# signature_dot_stage

**signature_dot_stage: the metal 1 layer**

Bar = 200 um. Cells faint in the background.
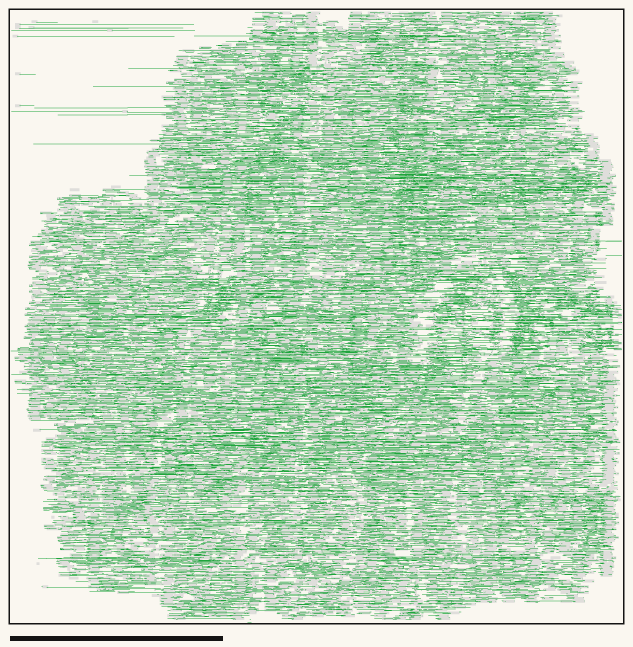
**signature_dot_stage: met2 routing**

Bar = 200 um. Cells faint in the background.
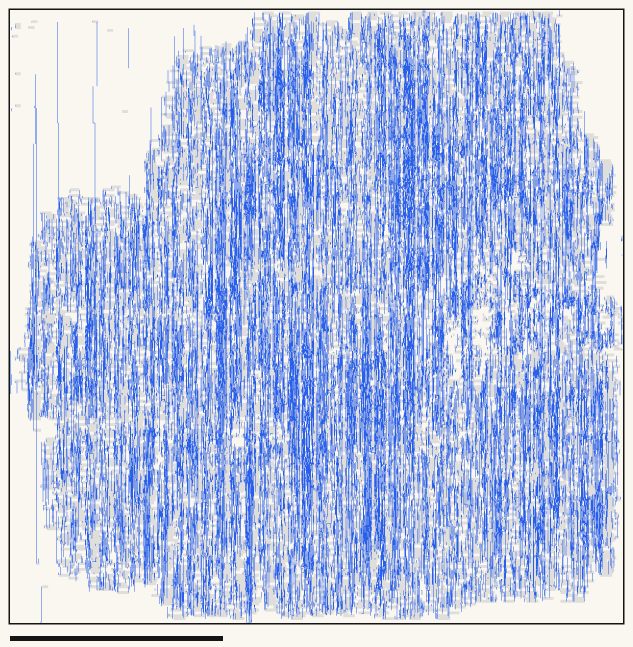
--- src/rtl/signature_dot_pkg.sv ---
// Shared types, constants and elaboration helpers for the signature dot-product stage.
package signature_dot_pkg;

    localparam int unsigned COMP_WIDTH_DEF = 8;
    localparam int unsigned COEF_WIDTH_DEF = 16;
    localparam int unsigned MAX_BANDS_DEF  = 256;
    localparam int unsigned ACC_WIDTH_DEF  = 32;
    localparam int unsigned OUT_WIDTH_DEF  = 8;
    localparam int unsigned OUT_SHIFT_DEF  = 8;

    // Ceiling log2, used for address widths at elaboration time
    function automatic int unsigned clog2(input int unsigned value);
        int unsigned result;
        int unsigned span;
        result = 0;
        span   = 1;
        while (span < value) begin
            span   = span << 1;
            result = result + 1;
        end
        return result;
    endfunction

    // Signed coefficient times zero-extended component needs one extra bit
    function automatic int unsigned prod_width(input int unsigned coef_w, input int unsigned comp_w);
        return coef_w + comp_w + 1;
    endfunction

    localparam int unsigned PROD_WIDTH = prod_width(COEF_WIDTH_DEF, COMP_WIDTH_DEF);

    typedef logic signed [COEF_WIDTH_DEF-1:0] coef_t;

    typedef enum logic {
        ST_IDLE  = 1'b0,
        ST_ACCUM = 1'b1
    } state_t;

endpackage

--- src/rtl/sig_coef_ram.sv ---
// Target-signature coefficient store: synchronous write, asynchronous read.
// Contents have no reset so a stage reset keeps the loaded signature.
module sig_coef_ram
    import signature_dot_pkg::*;
#(
    parameter int unsigned C_DEPTH = MAX_BANDS_DEF,
    parameter int unsigned C_WIDTH = COEF_WIDTH_DEF
) (
    input  logic                         clk,
    input  logic                         wr_en,
    input  logic [clog2(C_DEPTH)-1:0]    wr_addr,
    input  logic [C_WIDTH-1:0]           wr_data,
    input  logic [clog2(C_DEPTH)-1:0]    rd_addr,
    output logic [C_WIDTH-1:0]           rd_data
);

    logic [C_WIDTH-1:0] mem [C_DEPTH];

    // Coefficient write port
    always_ff @(posedge clk) begin
        if (wr_en) begin
            mem[wr_addr] <= wr_data;
        end
    end

    assign rd_data = mem[rd_addr];

endmodule

--- src/rtl/signature_dot_stage.sv ---
// Streaming matched filter: dots each band-interleaved pixel vector with the
// loaded signature and emits one scaled score per pixel.
// Build option: SIGNATURE_DOT_SATURATE_EN saturates the shifted accumulator to
// the signed output range; otherwise the low output bits are kept.
module signature_dot_stage
    import signature_dot_pkg::*;
#(
    parameter int unsigned C_COMP_WIDTH = COMP_WIDTH_DEF,
    parameter int unsigned C_COEF_WIDTH = COEF_WIDTH_DEF,
    parameter int unsigned C_MAX_BANDS  = MAX_BANDS_DEF,
    parameter int unsigned C_ACC_WIDTH  = ACC_WIDTH_DEF,
    parameter int unsigned C_OUT_WIDTH  = OUT_WIDTH_DEF,
    parameter int unsigned C_OUT_SHIFT  = OUT_SHIFT_DEF
) (
    input  logic                              clk,
    input  logic                              reset,
    input  logic [C_COMP_WIDTH-1:0]           s_axis_tdata,
    input  logic                              s_axis_tvalid,
    input  logic                              s_axis_tlast,
    output logic                              s_axis_tready,
    output logic [C_OUT_WIDTH-1:0]            m_axis_tdata,
    output logic                              m_axis_tvalid,
    output logic                              m_axis_tlast,
    input  logic                              m_axis_tready,
    input  logic                              coef_wr_en,
    input  logic [clog2(C_MAX_BANDS)-1:0]     coef_wr_addr,
    input  logic [C_COEF_WIDTH-1:0]           coef_wr_data,
    input  logic [7:0]                        cfg_num_bands,
    output logic                              busy,
    output logic                              err_early_last
);

    localparam int unsigned AW = clog2(C_MAX_BANDS);
    localparam int unsigned PW = prod_width(C_COEF_WIDTH, C_COMP_WIDTH);

`ifdef SIGNATURE_DOT_SATURATE_EN
    localparam logic signed [C_ACC_WIDTH-1:0] SAT_MAX =
        {{(C_ACC_WIDTH-C_OUT_WIDTH+1){1'b0}}, {(C_OUT_WIDTH-1){1'b1}}};
    localparam logic signed [C_ACC_WIDTH-1:0] SAT_MIN = ~SAT_MAX;
`endif

    state_t                         state;
    logic [AW-1:0]                  band_cnt;
    logic [AW-1:0]                  last_idx_q;
    logic signed [C_ACC_WIDTH-1:0]  acc;
    logic signed [C_COEF_WIDTH-1:0] coef_rd;

    logic [AW-1:0]                  cfg_last_idx_c;
    logic [AW-1:0]                  last_idx_c;
    logic                           first_c;
    logic                           end_c;
    logic                           early_c;
    logic                           beat_c;
    logic                           drain_c;
    logic                           busy_nx_c;
    logic signed [PW-1:0]           prod_c;
    logic signed [C_ACC_WIDTH-1:0]  acc_sum_c;
    logic [C_OUT_WIDTH-1:0]         score_c;
`ifdef SIGNATURE_DOT_SATURATE_EN
    logic signed [C_ACC_WIDTH-1:0]  shifted_c;
`endif

    sig_coef_ram #(
        .C_DEPTH (C_MAX_BANDS),
        .C_WIDTH (C_COEF_WIDTH)
    ) u_coef_ram (
        .clk     (clk),
        .wr_en   (coef_wr_en),
        .wr_addr (coef_wr_addr),
        .wr_data (coef_wr_data),
        .rd_addr (band_cnt),
        .rd_data (coef_rd)
    );

    // Beat qualification, pixel-end detection, multiply-accumulate and scaling
    always_comb begin
        cfg_last_idx_c = (cfg_num_bands == 8'd0) ? AW'(C_MAX_BANDS - 1)
                                                 : AW'(cfg_num_bands - 8'd1);
        first_c    = (state == ST_IDLE);
        last_idx_c = first_c ? cfg_last_idx_c : last_idx_q;
        end_c      = (band_cnt == last_idx_c) || s_axis_tlast;
        early_c    = s_axis_tlast && (band_cnt != last_idx_c);

        // Stall only the beat that would need a full, blocked output register
        s_axis_tready = !reset && !(m_axis_tvalid && !m_axis_tready && end_c);
        beat_c        = s_axis_tvalid && s_axis_tready;
        drain_c       = m_axis_tvalid && m_axis_tready;

        prod_c    = PW'(coef_rd) * PW'($signed({1'b0, s_axis_tdata}));
        acc_sum_c = first_c ? C_ACC_WIDTH'(prod_c) : (acc + C_ACC_WIDTH'(prod_c));

`ifdef SIGNATURE_DOT_SATURATE_EN
        shifted_c = acc_sum_c >>> C_OUT_SHIFT;
        if (shifted_c > SAT_MAX) begin
            score_c = C_OUT_WIDTH'(SAT_MAX);
        end else if (shifted_c < SAT_MIN) begin
            score_c = C_OUT_WIDTH'(SAT_MIN);
        end else begin
            score_c = C_OUT_WIDTH'(shifted_c);
        end
`else
        score_c = acc_sum_c[C_OUT_SHIFT +: C_OUT_WIDTH];
`endif

        busy_nx_c = (beat_c ? !end_c : (state == ST_ACCUM))
                 || (beat_c && end_c)
                 || (m_axis_tvalid && !m_axis_tready);
    end

    // Pixel FSM, band counter, accumulator, output register and status flags
    always_ff @(posedge clk) begin
        if (reset) begin
            state          <= ST_IDLE;
            band_cnt       <= '0;
            last_idx_q     <= '0;
            acc            <= '0;
            m_axis_tvalid  <= 1'b0;
            m_axis_tdata   <= '0;
            m_axis_tlast   <= 1'b0;
            busy           <= 1'b0;
            err_early_last <= 1'b0;
        end else begin
            if (beat_c) begin
                acc <= acc_sum_c;
                if (first_c) begin
                    last_idx_q <= cfg_last_idx_c;
                end
                if (end_c) begin
                    state    <= ST_IDLE;
                    band_cnt <= '0;
                end else begin
                    state    <= ST_ACCUM;
                    band_cnt <= band_cnt + AW'(1);
                end
                if (early_c) begin
                    err_early_last <= 1'b1;
                end
            end

            if (beat_c && end_c) begin
                m_axis_tvalid <= 1'b1;
                m_axis_tdata  <= score_c;
                m_axis_tlast  <= s_axis_tlast;
            end else if (drain_c) begin
                m_axis_tvalid <= 1'b0;
            end

            busy <= busy_nx_c;
        end
    end

endmodule

--- config.mk ---
export PLATFORM = sky130hd
export DESIGN_NAME = signature_dot_stage
export DESIGN_NICKNAME = d
export VERILOG_FILES = /design/src/rtl/signature_dot_pkg.sv /design/src/rtl/sig_coef_ram.sv /design/src/rtl/signature_dot_stage.sv
export SDC_FILE = /design/constraint.sdc
export NUM_CORES = 2
export LEC_CHECK = 0
export CAP_MARGIN = 20
export CORE_UTILIZATION = 50
export DETAILED_ROUTE_END_ITERATION = 8
export PLACE_DENSITY_LB_ADDON = 0.2
export SYNTH_ARGS = -nofsm -noshare
export SYNTH_HDL_FRONTEND = slang
export SYNTH_HIERARCHICAL = 1
export SYNTH_SLANG_ARGS = --single-unit
--- constraint.sdc ---
create_clock -name clk -period 8.5 [get_ports clk]
set_clock_uncertainty 0.05 [all_clocks]
set_input_delay 1.275 -clock clk [delete_from_list [all_inputs] [get_ports clk]]
set_output_delay 1.275 -clock clk [all_outputs]
set_load 0.03 [all_outputs]
==> flow_metrics.py <==
# Flow results
metrics = {
    "routing": {
        "vias_per_cell": 6.30,
        "routed-wl-met3_um": 40700,
        "maxUsedRoutingLayer": "met5",
    },
    "power": {
        "internal-power_w": 0.0343,
        "cellLeakagePower_nw": 59.3,
        "peakVddDrop_uv": 223,
        "power.total_w": 0.0440,
        "pwr-share-clk_pct": 40.4,
        "sequentialPowerShare_pct": 51.3,
    },
    "cells_and_area": {
        "clk_share_pct": 6.89,
        "synthToLayoutAreaGrowth_pct": 15.7,
        "dominant_cells": "sequential cells",
        "nFillCells": 23700,
        "most-common-layout-cells": "4,096 x edfxtp_1, 797 x mux4_2, 731 x buf_4",
        "nNetsFinal": 9097,
        "bufAreaShareNonClock_pct": 4.83,
        "comb_area_sq_mm": 0.0381,
        "utilization_pct": 58.1,
        "clock_buffers": 517,
    },
    "min_path": {
        "min_path_type": "register to register",
        "min_delay_path_depth": 2,
    },
    "global_routing": {
        "grt_pass1_wl_um": 629000,
        "antenna_found_initial": 19,
        "met3_usage_pct": 5.16,
        "grt_usage_pct": 26.5,
    },
    "placed_design": {
        "routabilityCongestion": 0.920,
    },
    "critical_path": {
        "cp.depth": 33,
        "cp_slowest_stage_delay_ns": 0.56,
        "crit_type": "register to register",
        "r2r_cells": 33,
        "crit_family": "adder cells",
        "crit_start": "band_cnt[0]",
    },
    "clock_tree": {
        "ctsLongestPathBuffers": 4,
    },
    "synthesis": {
        "yosysTopAreaCell": "edfxtp_1",
        "netlist_instances": 8061,
        "synth_nets": 8218,
        "area_leaders": "edfxtp_1 75%, mux4_2 11%, mux2i_1 3.5%",
        "flop_cell": "edfxtp_1",
        "synth_flop_count": 4141,
    },
    "status": {
        "status": "complete, but fails checks",
        "failed_checks": "slew limit",
    },
    "timing": {
        "slew_viol_final": 20,
        "finalSetupTns_ns": 0,
        "fin_ws_ns": 0.223,
        "hold_violations": 0,
    },
    "die": {
        "rows": 210,
    },
}
About 'the metal 1 layer' of signature_dot_stage:
The longest straight run is 164 um. The layer carries 180 mm of wire. 8,871 nets have wire on it.
vias: 85,900
final WL: 445,000 um

About 'met2 routing' of signature_dot_stage:
The wires run mostly vertical. The layer carries 209 mm of wire. 8,028 nets have wire on it. The longest straight run is 427 um.
met2 global-route usage: 41.4%


# spike_rate_decoder

--- config.mk ---
export PLATFORM = sky130hd
export DESIGN_NAME = spike_rate_decoder
export DESIGN_NICKNAME = d
export VERILOG_FILES = /design/src/rtl/snn_pkg.sv /design/src/rtl/spike_sat_counter.sv /design/src/rtl/spike_rate_decoder.sv
export SDC_FILE = /design/constraint.sdc
export NUM_CORES = 1
export LEC_CHECK = 0
export ABC_AREA = 1
export CORE_AREA = 5 5 57 59
export DETAILED_ROUTE_END_ITERATION = 8
export DIE_AREA = 0 0 62 64
export PLACE_DENSITY = 0.7
export SLEW_MARGIN = 20
export SYNTH_ARGS = -nofsm -noshare
export SYNTH_HDL_FRONTEND = slang
export SYNTH_HIERARCHICAL = 1
export SYNTH_SLANG_ARGS = --single-unit
--- constraint.sdc ---
create_clock -name clk -period 1.23 [get_ports clk]
set_clock_uncertainty 0.1 [all_clocks]
set_input_delay 0.246 -clock clk [delete_from_list [all_inputs] [get_ports clk]]
set_output_delay 0.246 -clock clk [all_outputs]
set_load 0.01 [all_outputs]
--- src/rtl/snn_pkg.sv ---
// snn_pkg: definitions shared by the spiking-neuron blocks.
//   state_t   - decoder FSM state (IDLE, COUNT)
//   CNT_W_DEF - default count width, the same width as the neuron's current
//   sat_inc   - saturating increment on a 32-bit carrier, clamped at max_val
package snn_pkg;

  typedef enum logic {
    IDLE  = 1'b0,
    COUNT = 1'b1
  } state_t;

  localparam int CNT_W_DEF = 8;

  function automatic logic [31:0] sat_inc(input logic [31:0] val,
                                          input logic [31:0] max_val);
    return (val >= max_val) ? max_val : val + 32'd1;
  endfunction

endpackage

--- src/rtl/spike_sat_counter.sv ---
// spike_sat_counter: CNT_W-bit up-counter that holds at 2^CNT_W-1.
// Ports:
//   clk, rst_n - clock and synchronous active-low reset
//   clr        - clear to zero; takes priority over inc
//   inc        - advance by one, saturating
//   cnt        - current count
module spike_sat_counter
  import snn_pkg::*;
#(
  parameter int CNT_W = CNT_W_DEF
) (
  input  logic             clk,
  input  logic             rst_n,
  input  logic             clr,
  input  logic             inc,
  output logic [CNT_W-1:0] cnt
);

  localparam logic [31:0] CNT_MAX = (32'd1 << CNT_W) - 32'd1;

  logic [CNT_W-1:0] r_cnt;

  always_ff @(posedge clk) begin
    if (!rst_n) begin
      r_cnt <= '0;
    end else if (clr) begin
      r_cnt <= '0;
    end else if (inc) begin
      r_cnt <= CNT_W'(sat_inc(32'(r_cnt), CNT_MAX));
    end
  end

  assign cnt = r_cnt;

endmodule

--- src/rtl/spike_rate_decoder.sv ---
// spike_rate_decoder: counts spike-level cycles over a WINDOW-cycle window and
// delivers each window's count on a valid/ready port.
// Optional feature macro: SPIKE_DEC_ISI_EN adds the inter-spike-interval outputs.
// Ports:
//   clk, rst_n  - clock, synchronous active-low reset
//   enable      - run; low returns to IDLE and discards the partial window
//   spike       - spike level, each high cycle counts once
//   rate        - count of the last completed window (saturating)
//   rate_valid  - rate holds an unconsumed result
//   rate_ready  - consumer accepts rate when rate_valid && rate_ready
//   overrun     - sticky, a window result was dropped
//   isi         - (SPIKE_DEC_ISI_EN) cycles between the last two spikes
//   isi_valid   - (SPIKE_DEC_ISI_EN) one-cycle pulse when isi updates
//   busy        - high while in COUNT
//
// state | meaning
// IDLE  | decoder stopped, window and spike counters held at zero
// COUNT | counting spikes, win_cnt walks 0..WINDOW-1
module spike_rate_decoder
  import snn_pkg::*;
#(
  parameter int WINDOW = 16,
  parameter int CNT_W  = CNT_W_DEF
) (
  input  logic             clk,
  input  logic             rst_n,
  input  logic             enable,
  input  logic             spike,
  output logic [CNT_W-1:0] rate,
  output logic             rate_valid,
  input  logic             rate_ready,
  output logic             overrun,
`ifdef SPIKE_DEC_ISI_EN
  output logic [CNT_W-1:0] isi,
  output logic             isi_valid,
`endif
  output logic             busy
);

  localparam int              WIN_W    = (WINDOW > 1) ? $clog2(WINDOW) : 1;
  localparam logic [WIN_W-1:0] WIN_LAST = WIN_W'(WINDOW - 1);
  localparam logic [31:0]     CNT_MAX  = (32'd1 << CNT_W) - 32'd1;

  state_t           r_state;
  logic [WIN_W-1:0] r_win_cnt;
  logic [CNT_W-1:0] r_rate;
  logic             r_rate_valid;
  logic             r_overrun;

  logic [CNT_W-1:0] w_spike_cnt;
  logic [CNT_W-1:0] w_final;
  logic             w_win_end;
  logic             w_cnt_clr;
  logic             w_cnt_inc;

  // The first enabled cycle in IDLE is already window cycle 0, so the window
  // logic keys on enable rather than on the registered state.
  assign w_win_end = enable && (r_win_cnt == WIN_LAST);
  assign w_cnt_clr = !enable || w_win_end;
  assign w_cnt_inc = enable && spike;
  // Window-end cycle's own spike is folded in here since the counter clears.
  assign w_final   = spike ? CNT_W'(sat_inc(32'(w_spike_cnt), CNT_MAX)) : w_spike_cnt;

  spike_sat_counter #(.CNT_W(CNT_W)) u_spike_cnt (
    .clk   (clk),
    .rst_n (rst_n),
    .clr   (w_cnt_clr),
    .inc   (w_cnt_inc),
    .cnt   (w_spike_cnt)
  );

  always_ff @(posedge clk) begin
    if (!rst_n) begin
      r_state      <= IDLE;
      r_win_cnt    <= '0;
      r_rate       <= '0;
      r_rate_valid <= 1'b0;
      r_overrun    <= 1'b0;
    end else begin
      // IDLE->COUNT on enable, COUNT->IDLE whenever enable drops.
      r_state <= enable ? COUNT : IDLE;

      if (w_cnt_clr) begin
        r_win_cnt <= '0;
      end else begin
        r_win_cnt <= r_win_cnt + 1'b1;
      end

      if (w_win_end) begin
        if (!r_rate_valid || rate_ready) begin
          r_rate       <= w_final;
          r_rate_valid <= 1'b1;
        end else begin
          r_overrun <= 1'b1;
        end
      end else if (r_rate_valid && rate_ready) begin
        r_rate_valid <= 1'b0;
      end
    end
  end

  assign rate       = r_rate;
  assign rate_valid = r_rate_valid;
  assign overrun    = r_overrun;
  assign busy       = (r_state == COUNT);

`ifdef SPIKE_DEC_ISI_EN
  logic [CNT_W-1:0] r_isi;
  logic             r_isi_valid;
  logic             r_isi_seen;
  logic [CNT_W-1:0] w_isi_cnt;
  logic             w_isi_clr;
  logic             w_isi_inc;
  logic             w_isi_hit;

  // Counter restarts on every spike cycle and only runs once a first spike
  // has been seen, so at the next spike it holds (interval - 1).
  assign w_isi_clr = !enable || spike;
  assign w_isi_inc = enable && r_isi_seen;
  assign w_isi_hit = enable && spike && r_isi_seen;

  spike_sat_counter #(.CNT_W(CNT_W)) u_isi_cnt (
    .clk   (clk),
    .rst_n (rst_n),
    .clr   (w_isi_clr),
    .inc   (w_isi_inc),
    .cnt   (w_isi_cnt)
  );

  always_ff @(posedge clk) begin
    if (!rst_n) begin
      r_isi       <= '0;
      r_isi_valid <= 1'b0;
      r_isi_seen  <= 1'b0;
    end else begin
      r_isi_valid <= w_isi_hit;
      r_isi_seen  <= enable && (r_isi_seen || spike);
      if (w_isi_hit) begin
        r_isi <= CNT_W'(sat_inc(32'(w_isi_cnt), CNT_MAX));
      end
    end
  end

  assign isi       = r_isi;
  assign isi_valid = r_isi_valid;
`endif

endmodule

**spike_rate_decoder: the metal 1 layer**

Bar = 20 um. Cells faint in the background.
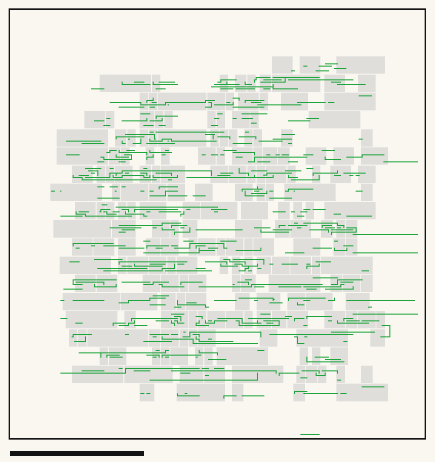
The longest straight run is 16.1 um. The layer holds 42% of the routed length.
vias: 1,168
global routing usage on met1: 19.3%
final WL: 2820 um

**spike_rate_decoder: met2 routing**

Bar = 20 um. Cells faint in the background.
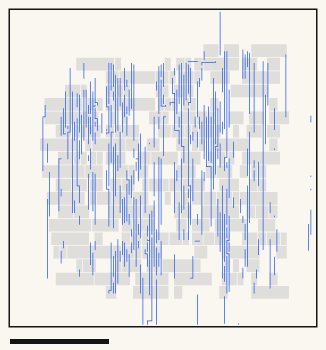
The layer carries 1,510 um of wire. The longest straight run is 38.1 um. 179 nets have wire on it. The wires run mostly vertical. The layer holds 54% of the routed length.
met2 global-route usage: 27.8%

==> flow_metrics.py <==
# Flow results
metrics = {
    "timing": {
        "rsz0062_at_grt": "yes",
        "fin_ws_ns": -0.103,
        "setup_viol": 18,
        "max_clock_freq_mhz": 750,
        "whs_ns": 0.318,
    },
    "placed_design": {
        "place_inst": 232,
        "placed_cell_area_sq_mm": 0.00158,
        "post-place-ws_ns": -0.565,
    },
    "synthesis": {
        "synth_nets": 173,
        "yosysTopAreaCell": "dfxtp_1",
        "netlist_instances": 165,
        "synth_flop_count": 23,
        "syn_area_per_cell_sq_um": 7.29,
        "ys_sh_simple_pct": 32.7,
        "flop_cell": "dfxtp_1",
        "adder_share_pct": 3.12,
        "yosys_warnings": 6,
        "synth.mux.area_fraction_pct": 0.832,
        "most_common_cell": "nand2_1",
        "yosys_cells": 165,
        "syn-cell-area_sq_mm": 0.00120,
    },
    "cells_and_area": {
        "diodes": 0,
        "nNetsFinal": 221,
        "most-common-layout-cells": "33 x nand2_1, 28 x buf_4, 19 x nor2_1",
        "drive_gt1_share_pct": 49.1,
        "ff_count": 23,
        "nFillCells": 226,
        "comb_area_sq_um": 757,
        "comb_area_share_pct": 43.9,
        "bufAreaShareNonClock_pct": 19.5,
        "seq_area_share_pct": 28.2,
        "n_all_inverters": 21,
    },
    "routing": {
        "ant_nets": 0,
        "routedWlPerCell_um": 11.6,
        "wl_met1_um": 1190,
        "drt_first_pass_iters": 4,
        "wl_met2_um": 1510,
    },
    "global_routing": {
        "grt_overflow": 0,
    },
    "clock_tree": {
        "cts_hold_buf": 0,
        "cts_inserted_buffers": 3,
        "h-tree-depth": 1,
        "clkTransAtPathRegs_ns": 0.13,
        "cts_setup_buffers": 3,
        "clock-root-buffer": "clkbuf_4",
        "ctsLongestPathBuffers": 2,
    },
    "critical_path": {
        "worst-path-max-fanout": 5,
        "worst-path-buf-inv": 1,
        "cpMostUsedCell": "nor2_1",
        "cp.arrival_ns": 1.45,
        "path_cells": "ha_4 > nand4_4 > nor2_4 > buf_6 > o21ai_2 > nor2_1 > nor2_1",
        "r2r_cells": 7,
        "crit_family": "simple AND/OR/NAND/NOR gates",
        "cp.depth": 7,
        "crit_start": "r_win_cnt[0]",
    },
    "status": {
        "status": "complete, but fails checks",
        "failed_checks": "setup timing",
    },
    "die": {
        "rows": 19,
        "dieHeight_um": 64,
        "die_w_um": 62,
        "fp_util_pct": 45.2,
    },
    "power": {
        "seq-power_w": 0.000753,
        "internal-power_w": 0.000922,
    },
}
**spike_rate_decoder: M3 wires**

Bar = 20 um. Cells faint in the background.
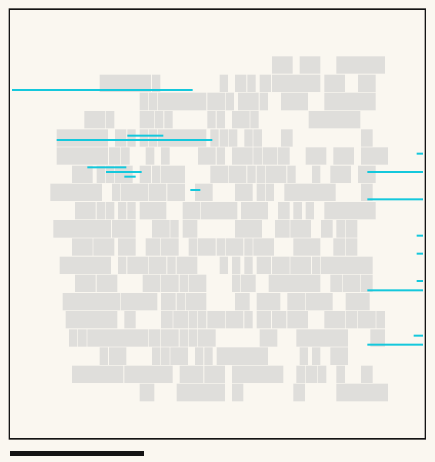
The wires run mostly horizontal. 15 nets have wire on it. The layer carries 104 um of wire. The longest straight run is 26.7 um. The layer holds 3.7% of the routed length.


# inverter_pipe_bank_flat

**inverter_pipe_bank_flat: the metal 1 layer**

Bar = 20 um. Cells faint in the background.
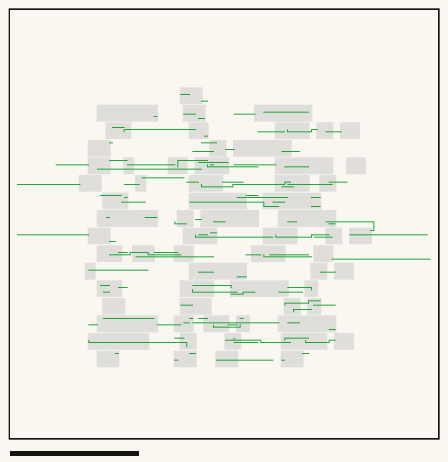
**inverter_pipe_bank_flat: met2 routing**

Bar = 20 um. Cells faint in the background.
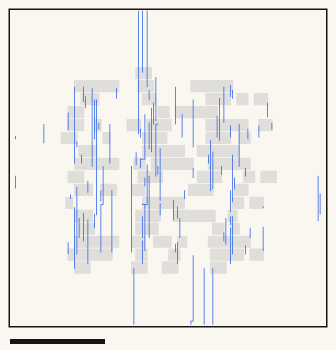
## config.mk

```make
export PLATFORM = sky130hd
export DESIGN_NAME = inverter_pipe_bank_flat
export DESIGN_NICKNAME = d
export VERILOG_FILES = /design/src/rtl/inverter_pipe_bank_if.sv /design/src/rtl/inverter_pipe_bank.sv /design/src/flat_wrapper.sv
export SDC_FILE = /design/constraint.sdc
export NUM_CORES = 1
export LEC_CHECK = 0
export CAP_MARGIN = 10
export CELL_PAD_IN_SITES_DETAIL_PLACEMENT = 1
export CELL_PAD_IN_SITES_GLOBAL_PLACEMENT = 2
export CORE_MARGIN = 10
export CORE_UTILIZATION = 30
export CTS_BUF_LIST = sky130_fd_sc_hd__clkbuf_4 sky130_fd_sc_hd__clkbuf_8 sky130_fd_sc_hd__clkbuf_16
export DETAILED_ROUTE_END_ITERATION = 6
export GPL_ROUTABILITY_DRIVEN = 0
export GPL_TIMING_DRIVEN = 0
export PLACE_DENSITY_LB_ADDON = 0.25
export SLEW_MARGIN = 15
export SYNTH_ARGS = -nofsm -noshare
export SYNTH_HDL_FRONTEND = slang
export SYNTH_SLANG_ARGS = --single-unit
```

## constraint.sdc

```tcl
create_clock -name clk1 -period 1.6 [get_ports clk1]
set_input_delay 0.4 -clock clk1 [delete_from_list [all_inputs] [get_ports clk1]]
set_output_delay 0.4 -clock clk1 [all_outputs]
set_load 0.02 [all_outputs]
```

## src/rtl/inverter_pipe_bank_if.sv

```systemverilog
// Stream, mask and status signals of the programmable inverter pipeline.
// Carries out_par only when INV_PARITY_EN is defined.
interface inverter_pipe_bank_if #(
    parameter int WIDTH = 4
);
    logic [WIDTH-1:0] in1;
    logic             in_valid;
    logic             in_ready;
    logic             mask_wr;
    logic [WIDTH-1:0] mask_in;
    logic [WIDTH-1:0] mask_q;
    logic [WIDTH-1:0] out2;
    logic             out_valid;
    logic             out_ready;
`ifdef INV_PARITY_EN
    logic             out_par;
`endif

    modport master (
        output in1,
        output in_valid,
        output mask_wr,
        output mask_in,
        output out_ready,
        input  in_ready,
        input  mask_q,
        input  out2,
`ifdef INV_PARITY_EN
        input  out_par,
`endif
        input  out_valid
    );

    modport slave (
        input  in1,
        input  in_valid,
        input  mask_wr,
        input  mask_in,
        input  out_ready,
        output in_ready,
        output mask_q,
        output out2,
`ifdef INV_PARITY_EN
        output out_par,
`endif
        output out_valid
    );
endinterface

```

## src/rtl/inverter_pipe_bank.sv

```systemverilog
// WIDTH-channel programmable inverter (in1 ^ mask) behind a DEPTH-stage elastic pipeline.
// Optional per-beat even parity when INV_PARITY_EN is defined.
module inverter_pipe_bank #(
    parameter int               WIDTH     = 4,
    parameter int               DEPTH     = 2,
    parameter logic [WIDTH-1:0] INIT_MASK = {WIDTH{1'b1}}
) (
    input logic                 clk1,
    input logic                 rst1_n,
    inverter_pipe_bank_if.slave bus
);
    logic [DEPTH-1:0][WIDTH-1:0] r_data;
    logic [DEPTH-1:0]            r_valid;
    logic [WIDTH-1:0]            r_mask;
    logic [DEPTH-1:0]            w_adv;
    logic                        w_accept;
    logic [WIDTH-1:0]            w_beat;

    // Advance chain runs from the output back to stage 0, so ready is combinational.
    always_comb begin
        w_adv = '0;
        w_adv[DEPTH-1] = r_valid[DEPTH-1] & bus.out_ready;
        for (int i = DEPTH - 2; i >= 0; i--) begin
            w_adv[i] = r_valid[i] & (~r_valid[i+1] | w_adv[i+1]);
        end
    end

    assign bus.in_ready  = ~r_valid[0] | w_adv[0];
    assign w_accept      = bus.in_valid & bus.in_ready;
    assign w_beat        = bus.in1 ^ r_mask;
    assign bus.mask_q    = r_mask;
    assign bus.out2      = r_data[DEPTH-1];
    assign bus.out_valid = r_valid[DEPTH-1];

    always_ff @(posedge clk1 or negedge rst1_n) begin
        if (!rst1_n) begin
            r_mask <= INIT_MASK;
        end else if (bus.mask_wr) begin
            r_mask <= bus.mask_in;
        end
    end

    always_ff @(posedge clk1 or negedge rst1_n) begin
        if (!rst1_n) begin
            r_data  <= '0;
            r_valid <= '0;
        end else begin
            if (w_accept) begin
                r_valid[0] <= 1'b1;
                r_data[0]  <= w_beat;
            end else if (w_adv[0]) begin
                r_valid[0] <= 1'b0;
            end
            for (int i = 1; i < DEPTH; i++) begin
                if (w_adv[i-1]) begin
                    r_valid[i] <= 1'b1;
                    r_data[i]  <= r_data[i-1];
                end else if (w_adv[i]) begin
                    r_valid[i] <= 1'b0;
                end
            end
        end
    end

`ifdef INV_PARITY_EN
    logic [DEPTH-1:0] r_par;

    always_ff @(posedge clk1 or negedge rst1_n) begin
        if (!rst1_n) begin
            r_par <= '0;
        end else begin
            if (w_accept) begin
                r_par[0] <= ^w_beat;
            end
            for (int i = 1; i < DEPTH; i++) begin
                if (w_adv[i-1]) begin
                    r_par[i] <= r_par[i-1];
                end
            end
        end
    end

    assign bus.out_par = r_par[DEPTH-1];
`endif
endmodule
```

## src/flat_wrapper.sv

```systemverilog
// flat-port wrapper written by rule: the top's interface ports become plain ports
module inverter_pipe_bank_flat 
#(
    parameter int               WIDTH     = 4,
    parameter int               DEPTH     = 2,
    parameter logic [WIDTH-1:0] INIT_MASK = {WIDTH{1'b1}}
)
  (clk1, rst1_n, bus_in1, bus_in_valid, bus_mask_wr, bus_mask_in, bus_out_ready, bus_in_ready, bus_mask_q, bus_out2, bus_out_valid);
  inverter_pipe_bank_if #(.WIDTH(WIDTH)) bus_i ();
  input logic clk1;
  input logic rst1_n;
  input wire logic [$bits(bus_i.in1)-1:0] bus_in1;
  input wire logic [$bits(bus_i.in_valid)-1:0] bus_in_valid;
  input wire logic [$bits(bus_i.mask_wr)-1:0] bus_mask_wr;
  input wire logic [$bits(bus_i.mask_in)-1:0] bus_mask_in;
  input wire logic [$bits(bus_i.out_ready)-1:0] bus_out_ready;
  output wire logic [$bits(bus_i.in_ready)-1:0] bus_in_ready;
  output wire logic [$bits(bus_i.mask_q)-1:0] bus_mask_q;
  output wire logic [$bits(bus_i.out2)-1:0] bus_out2;
  output wire logic [$bits(bus_i.out_valid)-1:0] bus_out_valid;
  assign bus_i.in1 = bus_in1;
  assign bus_i.in_valid = bus_in_valid;
  assign bus_i.mask_wr = bus_mask_wr;
  assign bus_i.mask_in = bus_mask_in;
  assign bus_i.out_ready = bus_out_ready;
  assign bus_in_ready = bus_i.in_ready;
  assign bus_mask_q = bus_i.mask_q;
  assign bus_out2 = bus_i.out2;
  assign bus_out_valid = bus_i.out_valid;
  inverter_pipe_bank #(.WIDTH(WIDTH), .DEPTH(DEPTH), .INIT_MASK(INIT_MASK)) u_core (.clk1(clk1), .rst1_n(rst1_n), .bus(bus_i));
endmodule
```

==> flow_metrics.py <==
# Flow results
metrics = {
    "timing": {
        "setup_viol": 0,
    },
    "cells_and_area": {
        "ff_count": 14,
        "nonClockBufferCount": 26,
        "synthToLayoutAreaGrowth_pct": 41.4,
        "nFillCells": 218,
    },
    "synthesis": {
        "synth-xor-area-share_pct": 5.45,
        "syn-cell-area_sq_um": 643,
    },
    "die": {
        "fp_util_pct": 32.1,
        "die-area_sq_mm": 0.00440,
    },
    "routing": {
        "wl_um": 1250,
        "route.detailed.drc": 0,
        "routed-wl-met3_um": 175,
    },
    "min_path": {
        "min_path_type": "primary input to async pin",
    },
    "clock_tree": {
        "ctsLongestPathBuffers": 2,
        "cts_inserted_buffers": 3,
        "clock-root-buffer": "clkbuf_4",
        "cts_setup_buffers": 0,
    },
    "critical_path": {
        "cp.arrival_ns": 1.17,
        "worstReg2RegEnd": "u_core.bus.out2[2]",
        "required_ns": 1.20,
    },
    "power": {
        "power.total_w": 0.00110,
        "p_switching_w": 0.000304,
        "cellLeakagePower_nw": 0.423,
        "pwr-share-clk_pct": 23.0,
    },
    "global_routing": {
        "grt_overflow": 0,
    },
    "status": {
        "status": "completed",
    },
}
## Picture notes: 'the metal 1 layer' of inverter_pipe_bank_flat
The layer holds 38% of the routed length. The layer carries 477 um of wire. The longest straight run is 16.1 um. The wires run mostly horizontal.

## Picture notes: 'met2 routing' of inverter_pipe_bank_flat
The wires run mostly vertical. 75 nets have wire on it. The layer carries 595 um of wire. The layer holds 48% of the routed length.


# addr_byte_serializer

### config.mk
export PLATFORM = sky130hd
export DESIGN_NAME = addr_byte_serializer
export DESIGN_NICKNAME = d
export VERILOG_FILES = /design/src/rtl/addr_byte_serializer.sv
export SDC_FILE = /design/constraint.sdc
export NUM_CORES = 1
export LEC_CHECK = 0
export CAP_MARGIN = 15
export CORE_MARGIN = 2
export CORE_UTILIZATION = 44
export CTS_CLUSTER_DIAMETER = 150
export DETAILED_ROUTE_END_ITERATION = 10
export PLACE_DENSITY = 0.79
export SYNTH_ARGS = -nofsm -noshare
export SYNTH_HDL_FRONTEND = slang
export SYNTH_SLANG_ARGS = --single-unit
### constraint.sdc
create_clock -name clk -period 2.11 [get_ports clk]
set_input_delay 0.211 -clock clk [delete_from_list [all_inputs] [get_ports clk]]
set_output_delay 0.211 -clock clk [all_outputs]
set_load 0.005 [all_outputs]
### src/rtl/addr_byte_serializer.sv
// Holds a 16-bit address and emits it as two bytes over a valid/ready handshake.
// Byte order is selectable; all outputs come straight from registers.
module addr_byte_serializer #(
    parameter int          MSB_FIRST   = 0,
    parameter logic [15:0] RESET_VALUE = 16'h0000
) (
    input  logic        clk,
    input  logic        rst,
    input  logic [15:0] a,
    input  logic        ai,
    input  logic        go,
    input  logic        clr,
    input  logic        dr,
    output logic [7:0]  dq,
    output logic        dv,
    output logic [15:0] aq,
    output logic        busy,
    output logic        done
);

    typedef enum logic [1:0] {
        ST_IDLE   = 2'd0,
        ST_FIRST  = 2'd1,
        ST_SECOND = 2'd2
    } state_t;

    state_t      state_q;
    logic [15:0] aq_q;
    logic [7:0]  dq_q;
    logic        dv_q;
    logic        done_q;

    logic [15:0] src_d;
    logic [7:0]  first_d;
    logic [7:0]  second_d;
    logic        xfer_d;

    // A same-cycle load feeds the first byte directly (load-through).
    always_comb begin
        src_d    = ai ? a : aq_q;
        first_d  = (MSB_FIRST != 0) ? src_d[15:8] : src_d[7:0];
        second_d = (MSB_FIRST != 0) ? aq_q[7:0] : aq_q[15:8];
        xfer_d   = dv_q & dr;
    end

    always_ff @(posedge clk or negedge rst) begin
        if (!rst) begin
            state_q <= ST_IDLE;
            aq_q    <= RESET_VALUE;
            dq_q    <= 8'h00;
            dv_q    <= 1'b0;
            done_q  <= 1'b0;
        end else begin
            done_q <= 1'b0;
            if (clr) begin
                state_q <= ST_IDLE;
                dv_q    <= 1'b0;
            end else begin
                unique case (state_q)
                    ST_IDLE: begin
                        if (ai) begin
                            aq_q <= a;
                        end
                        if (go) begin
                            state_q <= ST_FIRST;
                            dq_q    <= first_d;
                            dv_q    <= 1'b1;
                        end
                    end
                    ST_FIRST: begin
                        if (xfer_d) begin
                            state_q <= ST_SECOND;
                            dq_q    <= second_d;
                        end
                    end
                    ST_SECOND: begin
                        if (xfer_d) begin
                            state_q <= ST_IDLE;
                            dv_q    <= 1'b0;
                            done_q  <= 1'b1;
                        end
                    end
                    default: begin
                        state_q <= ST_IDLE;
                        dv_q    <= 1'b0;
                    end
                endcase
            end
        end
    end

    assign dq   = dq_q;
    assign dv   = dv_q;
    assign aq   = aq_q;
    assign busy = (state_q != ST_IDLE);
    assign done = done_q;

endmodule

**addr_byte_serializer: the metal 1 layer**

Bar = 20 um. Cells faint in the background.
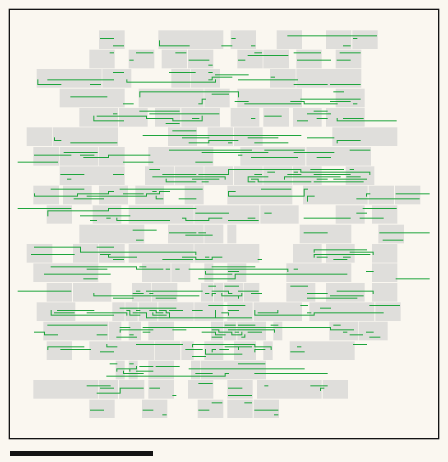
The layer carries 1,230 um of wire. The longest straight run is 26.2 um. 144 nets have wire on it. The wires run mostly horizontal.

**addr_byte_serializer: met2 routing**

Bar = 20 um. Cells faint in the background.
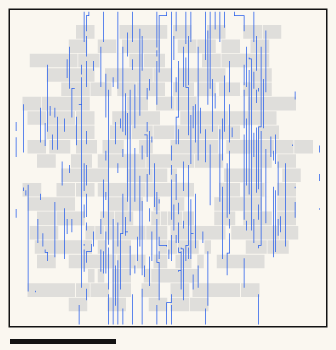
158 nets have wire on it. The longest straight run is 39.8 um.
vias: 944
final WL: 2870 um
met2 global-route usage: 28.9%

**addr_byte_serializer: M3 wires**

Bar = 20 um. Cells faint in the background.
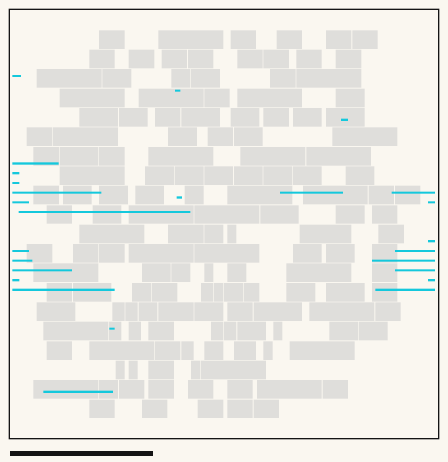
The layer carries 128 um of wire. 22 nets have wire on it. The longest straight run is 23.7 um. The layer holds 4.5% of the routed length. The wires run mostly horizontal.
GR Util met3: 3.46%

==> flow_metrics.py <==
# Flow results
metrics = {
    "timing": {
        "fin_ws_ns": 0.310,
    },
    "synthesis": {
        "syn-cell-area_sq_mm": 0.00138,
        "flop_cell": "dfrtp_1",
        "synth.mux.area_fraction_pct": 32.2,
        "synth-async-reset-ratio_pct": 100,
        "yosys-top-cells-count": "28 x dfrtp_1, 26 x mux2_2, 8 x mux2_4, 7 x nor2_1",
        "yosysTopAreaCell": "dfrtp_1",
    },
    "die": {
        "fp_util_pct": 45.8,
        "dieHeight_um": 59.9,
        "core_area_sq_mm": 0.00300,
    },
    "clock_tree": {
        "h-tree-depth": 1,
        "ctsLongestPathBuffers": 2,
    },
    "cells_and_area": {
        "nonClockBufferCount": 52,
        "comb_area_share_pct": 31.8,
    },
    "critical_path": {
        "crit_family": "flip-flops",
    },
    "placed_design": {
        "routabilityCongestion": 0.754,
        "port_buffers": 48,
    },
    "power": {
        "p_switching_w": 0.000409,
    },
    "routing": {
        "route.detailed.drc": 0,
    },
    "status": {
        "status": "completed",
    },
}

# mem_port_arbiter

**mem_port_arbiter: the metal 1 layer**

Bar = 50 um. Cells faint in the background.
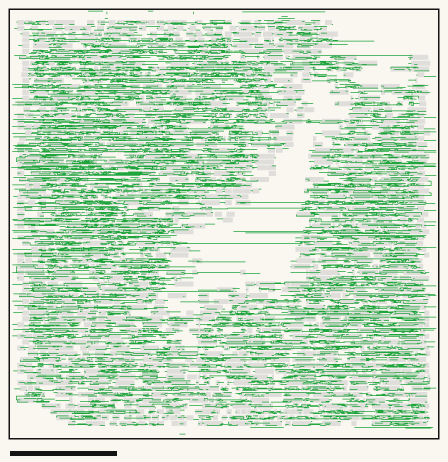
**mem_port_arbiter: met2 routing**

Bar = 50 um. Cells faint in the background.
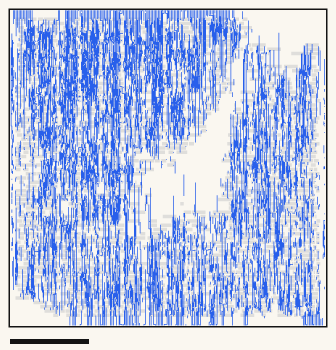
$ cat config.mk
export PLATFORM = sky130hd
export DESIGN_NAME = mem_port_arbiter
export DESIGN_NICKNAME = d
export VERILOG_FILES = /design/src/rtl/mem_port_arbiter.sv
export SDC_FILE = /design/constraint.sdc
export NUM_CORES = 1
export LEC_CHECK = 0
export CORE_MARGIN = 3
export CORE_UTILIZATION = 51
export CTS_BUF_LIST = sky130_fd_sc_hd__clkbuf_8
export CTS_CLUSTER_DIAMETER = 200
export DETAILED_ROUTE_END_ITERATION = 12
export PLACE_DENSITY = 0.79
export SETUP_SLACK_MARGIN = 0.05
export SLEW_MARGIN = 20
export SYNTH_ARGS = -nofsm -noshare
export SYNTH_HDL_FRONTEND = slang
export SYNTH_SLANG_ARGS = --single-unit
$ cat constraint.sdc
create_clock -name i_clk -period 4.88 [get_ports i_clk]
set_input_delay 0.488 -clock i_clk [delete_from_list [all_inputs] [get_ports i_clk]]
set_output_delay 0.488 -clock i_clk [all_outputs]
set_load 0.1 [all_outputs]
$ cat src/rtl/mem_port_arbiter.sv
// -----------------------------------------------------------------------------
// mem_port_arbiter
//
// Shares one byte-wide, single-port, synchronous-read memory between the
// instruction-fetch requester (10-byte window) and the data-memory requester
// (8-byte read or write). Each transaction becomes a run of one-byte memory
// beats. Read bytes are assembled into the requester's word, write words are
// split into bytes, and start addresses are range-checked before any beat is
// issued.
//
// Ports
//   i_clk, i_rst_n         clock, asynchronous active-low reset
//   i_if_req, i_if_addr    fetch request and start address (held until ready)
//   o_if_ready, o_if_err   one-cycle fetch completion pulse, range error flag
//   o_if_inst              fetched bytes, byte at i_if_addr in the top byte
//   i_dm_req, i_dm_we      data request, 1 = write
//   i_dm_addr, i_dm_wdata  data start address, little-endian write word
//   o_dm_ready, o_dm_err   one-cycle data completion pulse, range error flag
//   o_dm_rdata             little-endian read word
//   o_busy                 arbiter is not idle
//   o_mem_en, o_mem_we     memory beat enable, beat is a write
//   o_mem_addr             beat byte address
//   o_mem_wdata            beat write byte
//   i_mem_rdata            read byte, valid the cycle after a read beat
// -----------------------------------------------------------------------------
module mem_port_arbiter #(
    parameter int ADDR_W      = 64,
    parameter int MEM_BYTES   = 601,
    parameter int FETCH_BYTES = 10,
    parameter int DATA_BYTES  = 8
) (
    input  logic                     i_clk,
    input  logic                     i_rst_n,
    input  logic                     i_if_req,
    input  logic [ADDR_W-1:0]        i_if_addr,
    output logic                     o_if_ready,
    output logic                     o_if_err,
    output logic [FETCH_BYTES*8-1:0] o_if_inst,
    input  logic                     i_dm_req,
    input  logic                     i_dm_we,
    input  logic [ADDR_W-1:0]        i_dm_addr,
    input  logic [DATA_BYTES*8-1:0]  i_dm_wdata,
    output logic                     o_dm_ready,
    output logic                     o_dm_err,
    output logic [DATA_BYTES*8-1:0]  o_dm_rdata,
    output logic                     o_busy,
    output logic                     o_mem_en,
    output logic                     o_mem_we,
    output logic [ADDR_W-1:0]        o_mem_addr,
    output logic [7:0]               o_mem_wdata,
    input  logic [7:0]               i_mem_rdata
);

    localparam int FW = FETCH_BYTES * 8;
    localparam int DW = DATA_BYTES * 8;

    localparam logic [2:0] S_IDLE   = 3'd0;
    localparam logic [2:0] S_FETCH  = 3'd1;
    localparam logic [2:0] S_DREAD  = 3'd2;
    localparam logic [2:0] S_DWRITE = 3'd3;
    localparam logic [2:0] S_RESP   = 3'd4;

    // Highest legal start address for each requester; anything above it
    // (including addresses near 2^64) would run past the implemented memory.
    localparam logic [ADDR_W-1:0] LIM_FETCH = ADDR_W'(MEM_BYTES - FETCH_BYTES);
    localparam logic [ADDR_W-1:0] LIM_DATA  = ADDR_W'(MEM_BYTES - DATA_BYTES);
    localparam logic [3:0]        LAST_FETCH = 4'(FETCH_BYTES - 1);
    localparam logic [3:0]        LAST_DATA  = 4'(DATA_BYTES - 1);

    // Byte idx of a little-endian word.
    function automatic logic [7:0] byte_sel(input logic [DW-1:0] word, input logic [3:0] idx);
        logic [DW-1:0] shifted;
        shifted = word >> {idx, 3'b000};
        return shifted[7:0];
    endfunction

    // Reverse byte order of a data word.
    function automatic logic [DW-1:0] byte_swap(input logic [DW-1:0] word);
        logic [DW-1:0] swapped;
        swapped = '0;
        for (int k = 0; k < DATA_BYTES; k++) begin
            swapped[8*k +: 8] = word[DW-8-8*k +: 8];
        end
        return swapped;
    endfunction

    // State and transaction context
    logic [2:0]        r_state;
    logic [3:0]        r_cnt;
    logic [ADDR_W-1:0] r_base;
    logic              r_we;
    logic [DW-1:0]     r_wdata;
    logic              r_is_data;
    logic              r_err;
    // Shift register of captured read bytes, earliest byte highest.
    logic [FW-9:0]     r_buf;

    // Registered outputs
    logic              r_if_ready;
    logic              r_if_err;
    logic [FW-1:0]     r_if_inst;
    logic              r_dm_ready;
    logic              r_dm_err;
    logic [DW-1:0]     r_dm_rdata;
    logic              r_busy;
    logic              r_mem_en;
    logic              r_mem_we;
    logic [ADDR_W-1:0] r_mem_addr;
    logic [7:0]        r_mem_wdata;

    // Next-state / next-beat wires
    logic [2:0]        w_state_n;
    logic [3:0]        w_cnt_n;
    logic [3:0]        w_cnt_inc;
    logic [3:0]        w_last;
    logic              w_grant_data;
    logic              w_grant_fetch;
    logic              w_legal;
    logic              w_mem_en_n;
    logic              w_mem_we_n;
    logic [ADDR_W-1:0] w_mem_addr_n;
    logic [7:0]        w_mem_wdata_n;
    logic              w_to_resp;
    logic              w_to_data;
    logic              w_to_err;
    logic [FW-1:0]     w_fetch_word;
    logic [DW-1:0]     w_data_word;
    logic              w_if_live;
    logic              w_dm_live;
    logic              w_capture;

    assign w_cnt_inc    = r_cnt + 4'd1;
    // In RESP the final byte is still on i_mem_rdata, so the completed word
    // is formed from the buffer plus the live byte.
    assign w_fetch_word = {r_buf, i_mem_rdata};
    assign w_data_word  = byte_swap({r_buf[DW-9:0], i_mem_rdata});
    assign w_if_live    = (r_state == S_RESP) && !r_is_data;
    assign w_dm_live    = (r_state == S_RESP) && r_is_data && !r_we;
    // Beat cnt-1's byte arrives during beat cnt.
    assign w_capture    = ((r_state == S_FETCH) || (r_state == S_DREAD)) && (r_cnt != 4'd0);

    // Entry into RESP: from IDLE on an illegal grant, or after the last beat.
    assign w_to_resp = (w_state_n == S_RESP) && (r_state != S_RESP);
    assign w_to_data = (r_state == S_IDLE) ? w_grant_data : r_is_data;
    assign w_to_err  = (r_state == S_IDLE) && !w_legal;

    // Arbitration, sequencing and next memory-beat values.
    always_comb begin
        w_state_n     = r_state;
        w_cnt_n       = r_cnt;
        w_last        = LAST_FETCH;
        w_grant_data  = 1'b0;
        w_grant_fetch = 1'b0;
        w_legal       = 1'b0;
        w_mem_en_n    = 1'b0;
        w_mem_we_n    = 1'b0;
        w_mem_addr_n  = '0;
        w_mem_wdata_n = 8'h00;
        case (r_state)
            S_IDLE: begin
                w_cnt_n = 4'd0;
                // Data has fixed priority: the memory stage holds the older instruction.
                if (i_dm_req) begin
                    w_grant_data = 1'b1;
                    w_legal      = (i_dm_addr <= LIM_DATA);
                    if (w_legal) begin
                        w_state_n     = i_dm_we ? S_DWRITE : S_DREAD;
                        w_mem_en_n    = 1'b1;
                        w_mem_we_n    = i_dm_we;
                        w_mem_addr_n  = i_dm_addr;
                        w_mem_wdata_n = i_dm_we ? i_dm_wdata[7:0] : 8'h00;
                    end else begin
                        w_state_n = S_RESP;
                    end
                end else if (i_if_req) begin
                    w_grant_fetch = 1'b1;
                    w_legal       = (i_if_addr <= LIM_FETCH);
                    if (w_legal) begin
                        w_state_n    = S_FETCH;
                        w_mem_en_n   = 1'b1;
                        w_mem_addr_n = i_if_addr;
                    end else begin
                        w_state_n = S_RESP;
                    end
                end else begin
                    w_state_n = S_IDLE;
                end
            end
            S_FETCH, S_DREAD, S_DWRITE: begin
                w_last = (r_state == S_FETCH) ? LAST_FETCH : LAST_DATA;
                if (r_cnt == w_last) begin
                    w_state_n = S_RESP;
                    w_cnt_n   = 4'd0;
                end else begin
                    w_cnt_n       = w_cnt_inc;
                    w_mem_en_n    = 1'b1;
                    w_mem_we_n    = (r_state == S_DWRITE);
                    w_mem_addr_n  = r_base + ADDR_W'(w_cnt_inc);
                    w_mem_wdata_n = (r_state == S_DWRITE) ? byte_sel(r_wdata, w_cnt_inc) : 8'h00;
                end
            end
            S_RESP: begin
                w_state_n = S_IDLE;
            end
            default: begin
                w_state_n = S_IDLE;
                w_cnt_n   = 4'd0;
            end
        endcase
    end

    // State, counter, busy flag and memory beat registers.
    always_ff @(posedge i_clk or negedge i_rst_n) begin
        if (!i_rst_n) begin
            r_state     <= S_IDLE;
            r_cnt       <= 4'd0;
            r_busy      <= 1'b0;
            r_mem_en    <= 1'b0;
            r_mem_we    <= 1'b0;
            r_mem_addr  <= '0;
            r_mem_wdata <= 8'h00;
        end else begin
            r_state     <= w_state_n;
            r_cnt       <= w_cnt_n;
            r_busy      <= (w_state_n != S_IDLE);
            r_mem_en    <= w_mem_en_n;
            r_mem_we    <= w_mem_we_n;
            r_mem_addr  <= w_mem_addr_n;
            r_mem_wdata <= w_mem_wdata_n;
        end
    end

    // Transaction context latched at grant; requester inputs are ignored afterwards.
    always_ff @(posedge i_clk or negedge i_rst_n) begin
        if (!i_rst_n) begin
            r_base    <= '0;
            r_we      <= 1'b0;
            r_wdata   <= '0;
            r_is_data <= 1'b0;
            r_err     <= 1'b0;
        end else if (w_grant_data || w_grant_fetch) begin
            r_base    <= w_grant_data ? i_dm_addr : i_if_addr;
            r_we      <= w_grant_data && i_dm_we;
            r_wdata   <= w_grant_data ? i_dm_wdata : '0;
            r_is_data <= w_grant_data;
            r_err     <= !w_legal;
        end
    end

    // Read-byte assembly buffer.
    always_ff @(posedge i_clk or negedge i_rst_n) begin
        if (!i_rst_n) begin
            r_buf <= '0;
        end else if (w_grant_data || w_grant_fetch) begin
            r_buf <= '0;
        end else if (w_capture) begin
            r_buf <= {r_buf[FW-17:0], i_mem_rdata};
        end
    end

    // Ready pulses and error flags, set on the edge entering RESP.
    always_ff @(posedge i_clk or negedge i_rst_n) begin
        if (!i_rst_n) begin
            r_if_ready <= 1'b0;
            r_if_err   <= 1'b0;
            r_dm_ready <= 1'b0;
            r_dm_err   <= 1'b0;
        end else begin
            r_if_ready <= w_to_resp && !w_to_data;
            r_dm_ready <= w_to_resp && w_to_data;
            if (w_to_resp && !w_to_data) begin
                r_if_err <= w_to_err;
            end
            if (w_to_resp && w_to_data) begin
                r_dm_err <= w_to_err;
            end
        end
    end

    // Held read data, refreshed at the end of a read's RESP cycle.
    always_ff @(posedge i_clk or negedge i_rst_n) begin
        if (!i_rst_n) begin
            r_if_inst  <= '0;
            r_dm_rdata <= '0;
        end else begin
            if (w_if_live) begin
                r_if_inst <= r_err ? '0 : w_fetch_word;
            end
            if (w_dm_live) begin
                r_dm_rdata <= r_err ? '0 : w_data_word;
            end
        end
    end

    // During RESP the completed word is presented directly so it is valid
    // alongside the ready pulse; the held register covers every other cycle.
    assign o_if_inst   = w_if_live ? (r_err ? '0 : w_fetch_word) : r_if_inst;
    assign o_dm_rdata  = w_dm_live ? (r_err ? '0 : w_data_word) : r_dm_rdata;
    assign o_if_ready  = r_if_ready;
    assign o_if_err    = r_if_err;
    assign o_dm_ready  = r_dm_ready;
    assign o_dm_err    = r_dm_err;
    assign o_busy      = r_busy;
    assign o_mem_en    = r_mem_en;
    assign o_mem_we    = r_mem_we;
    assign o_mem_addr  = r_mem_addr;
    assign o_mem_wdata = r_mem_wdata;

endmodule

==> flow_metrics.py <==
# Flow results
metrics = {
    "status": {
        "status": "completed",
    },
    "flow_run": {
        "drv_cap": 0,
        "warnings": 39,
    },
    "synthesis": {
        "ys_seq_share_pct": 56.3,
        "yosys_warnings": 0,
        "yosys_cells": 1946,
        "edf_count": 0,
        "synth-async-reset-ratio_pct": 100,
        "yosys_area_sq_mm": 0.0193,
    },
    "timing": {
        "fin_ws_ns": 0.394,
        "fin_crit_ns": 4.49,
    },
    "cells_and_area": {
        "largestRegisters": "r_if_inst (80), r_buf (72)",
        "stdcell_count": 2890,
        "top_register": "r_if_inst",
        "nMultiInputCombCells": 1343,
        "clock_buffers": 90,
        "synthToLayoutAreaGrowth_pct": 30.3,
        "nNetsFinal": 2538,
    },
    "critical_path": {
        "required_ns": 4.39,
        "crit_family": "simple AND/OR/NAND/NOR gates",
        "cp.arrival_ns": 4.00,
        "worstReg2RegStart": "r_cnt[0]",
    },
    "clock_tree": {
        "clkTransAtPathRegs_ns": 0.06,
        "cts_tree": "built",
        "h-tree-depth": 3,
    },
    "die": {
        "core_area_sq_mm": 0.0369,
    },
    "global_routing": {
        "grt_usage_pct": 29.2,
        "gr-usage-met2_pct": 46.1,
    },
    "routing": {
        "maxUsedRoutingLayer": "met5",
        "wl_met1_um": 24100,
        "ant_nets": 0,
    },
    "min_path": {
        "min_delay_path_depth": 4,
    },
    "placed_design": {
        "post-place-ws_ns": 1.03,
        "routabilityCongestion": 0.935,
        "port_buffers": 427,
    },
}
About 'the metal 1 layer' of mem_port_arbiter:
The wires run mostly horizontal. The layer carries 24.1 mm of wire. The layer holds 40% of the routed length. 2,303 nets have wire on it. The longest straight run is 56.6 um.

About 'met2 routing' of mem_port_arbiter:
The wires run mostly vertical. The layer carries 28.0 mm of wire. The longest straight run is 77.7 um. The layer holds 47% of the routed length.



==> layout pictures side by side <==
Routing congestion.
panel A
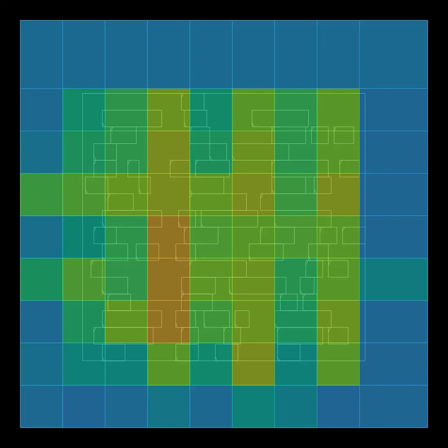
panel B
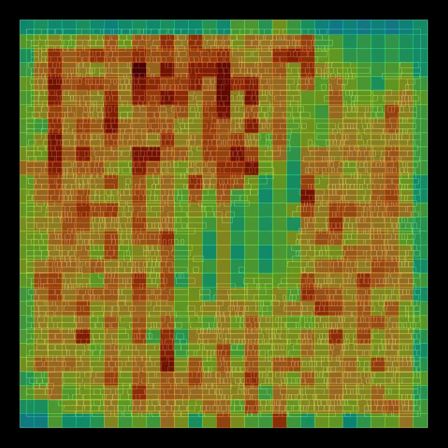
panel C
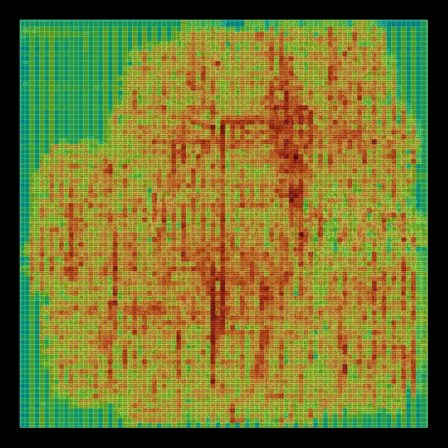
panel D
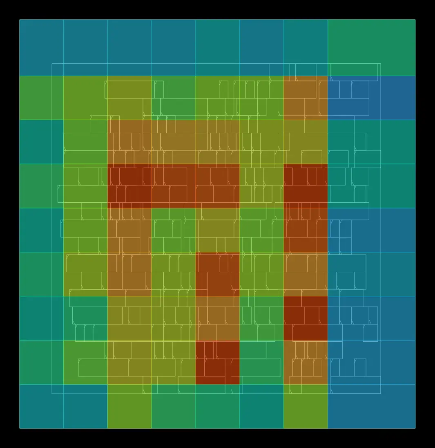
panel E
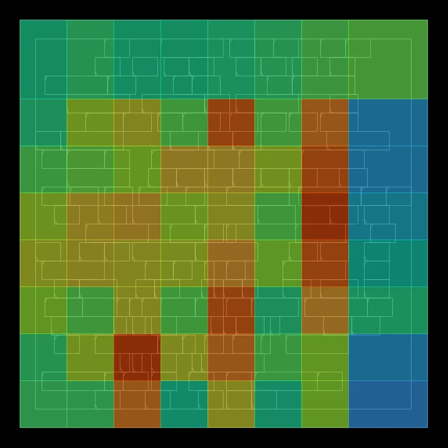
Of these, lowest utilization: panel A
For signature_dot_stage, see panel C.
For mem_port_arbiter, see panel B.
For addr_byte_serializer, see panel E.
For inverter_pipe_bank_flat, see panel A.
For spike_rate_decoder, see panel D.

Power figures rest on the tool's default switching activity, not on a simulated workload.
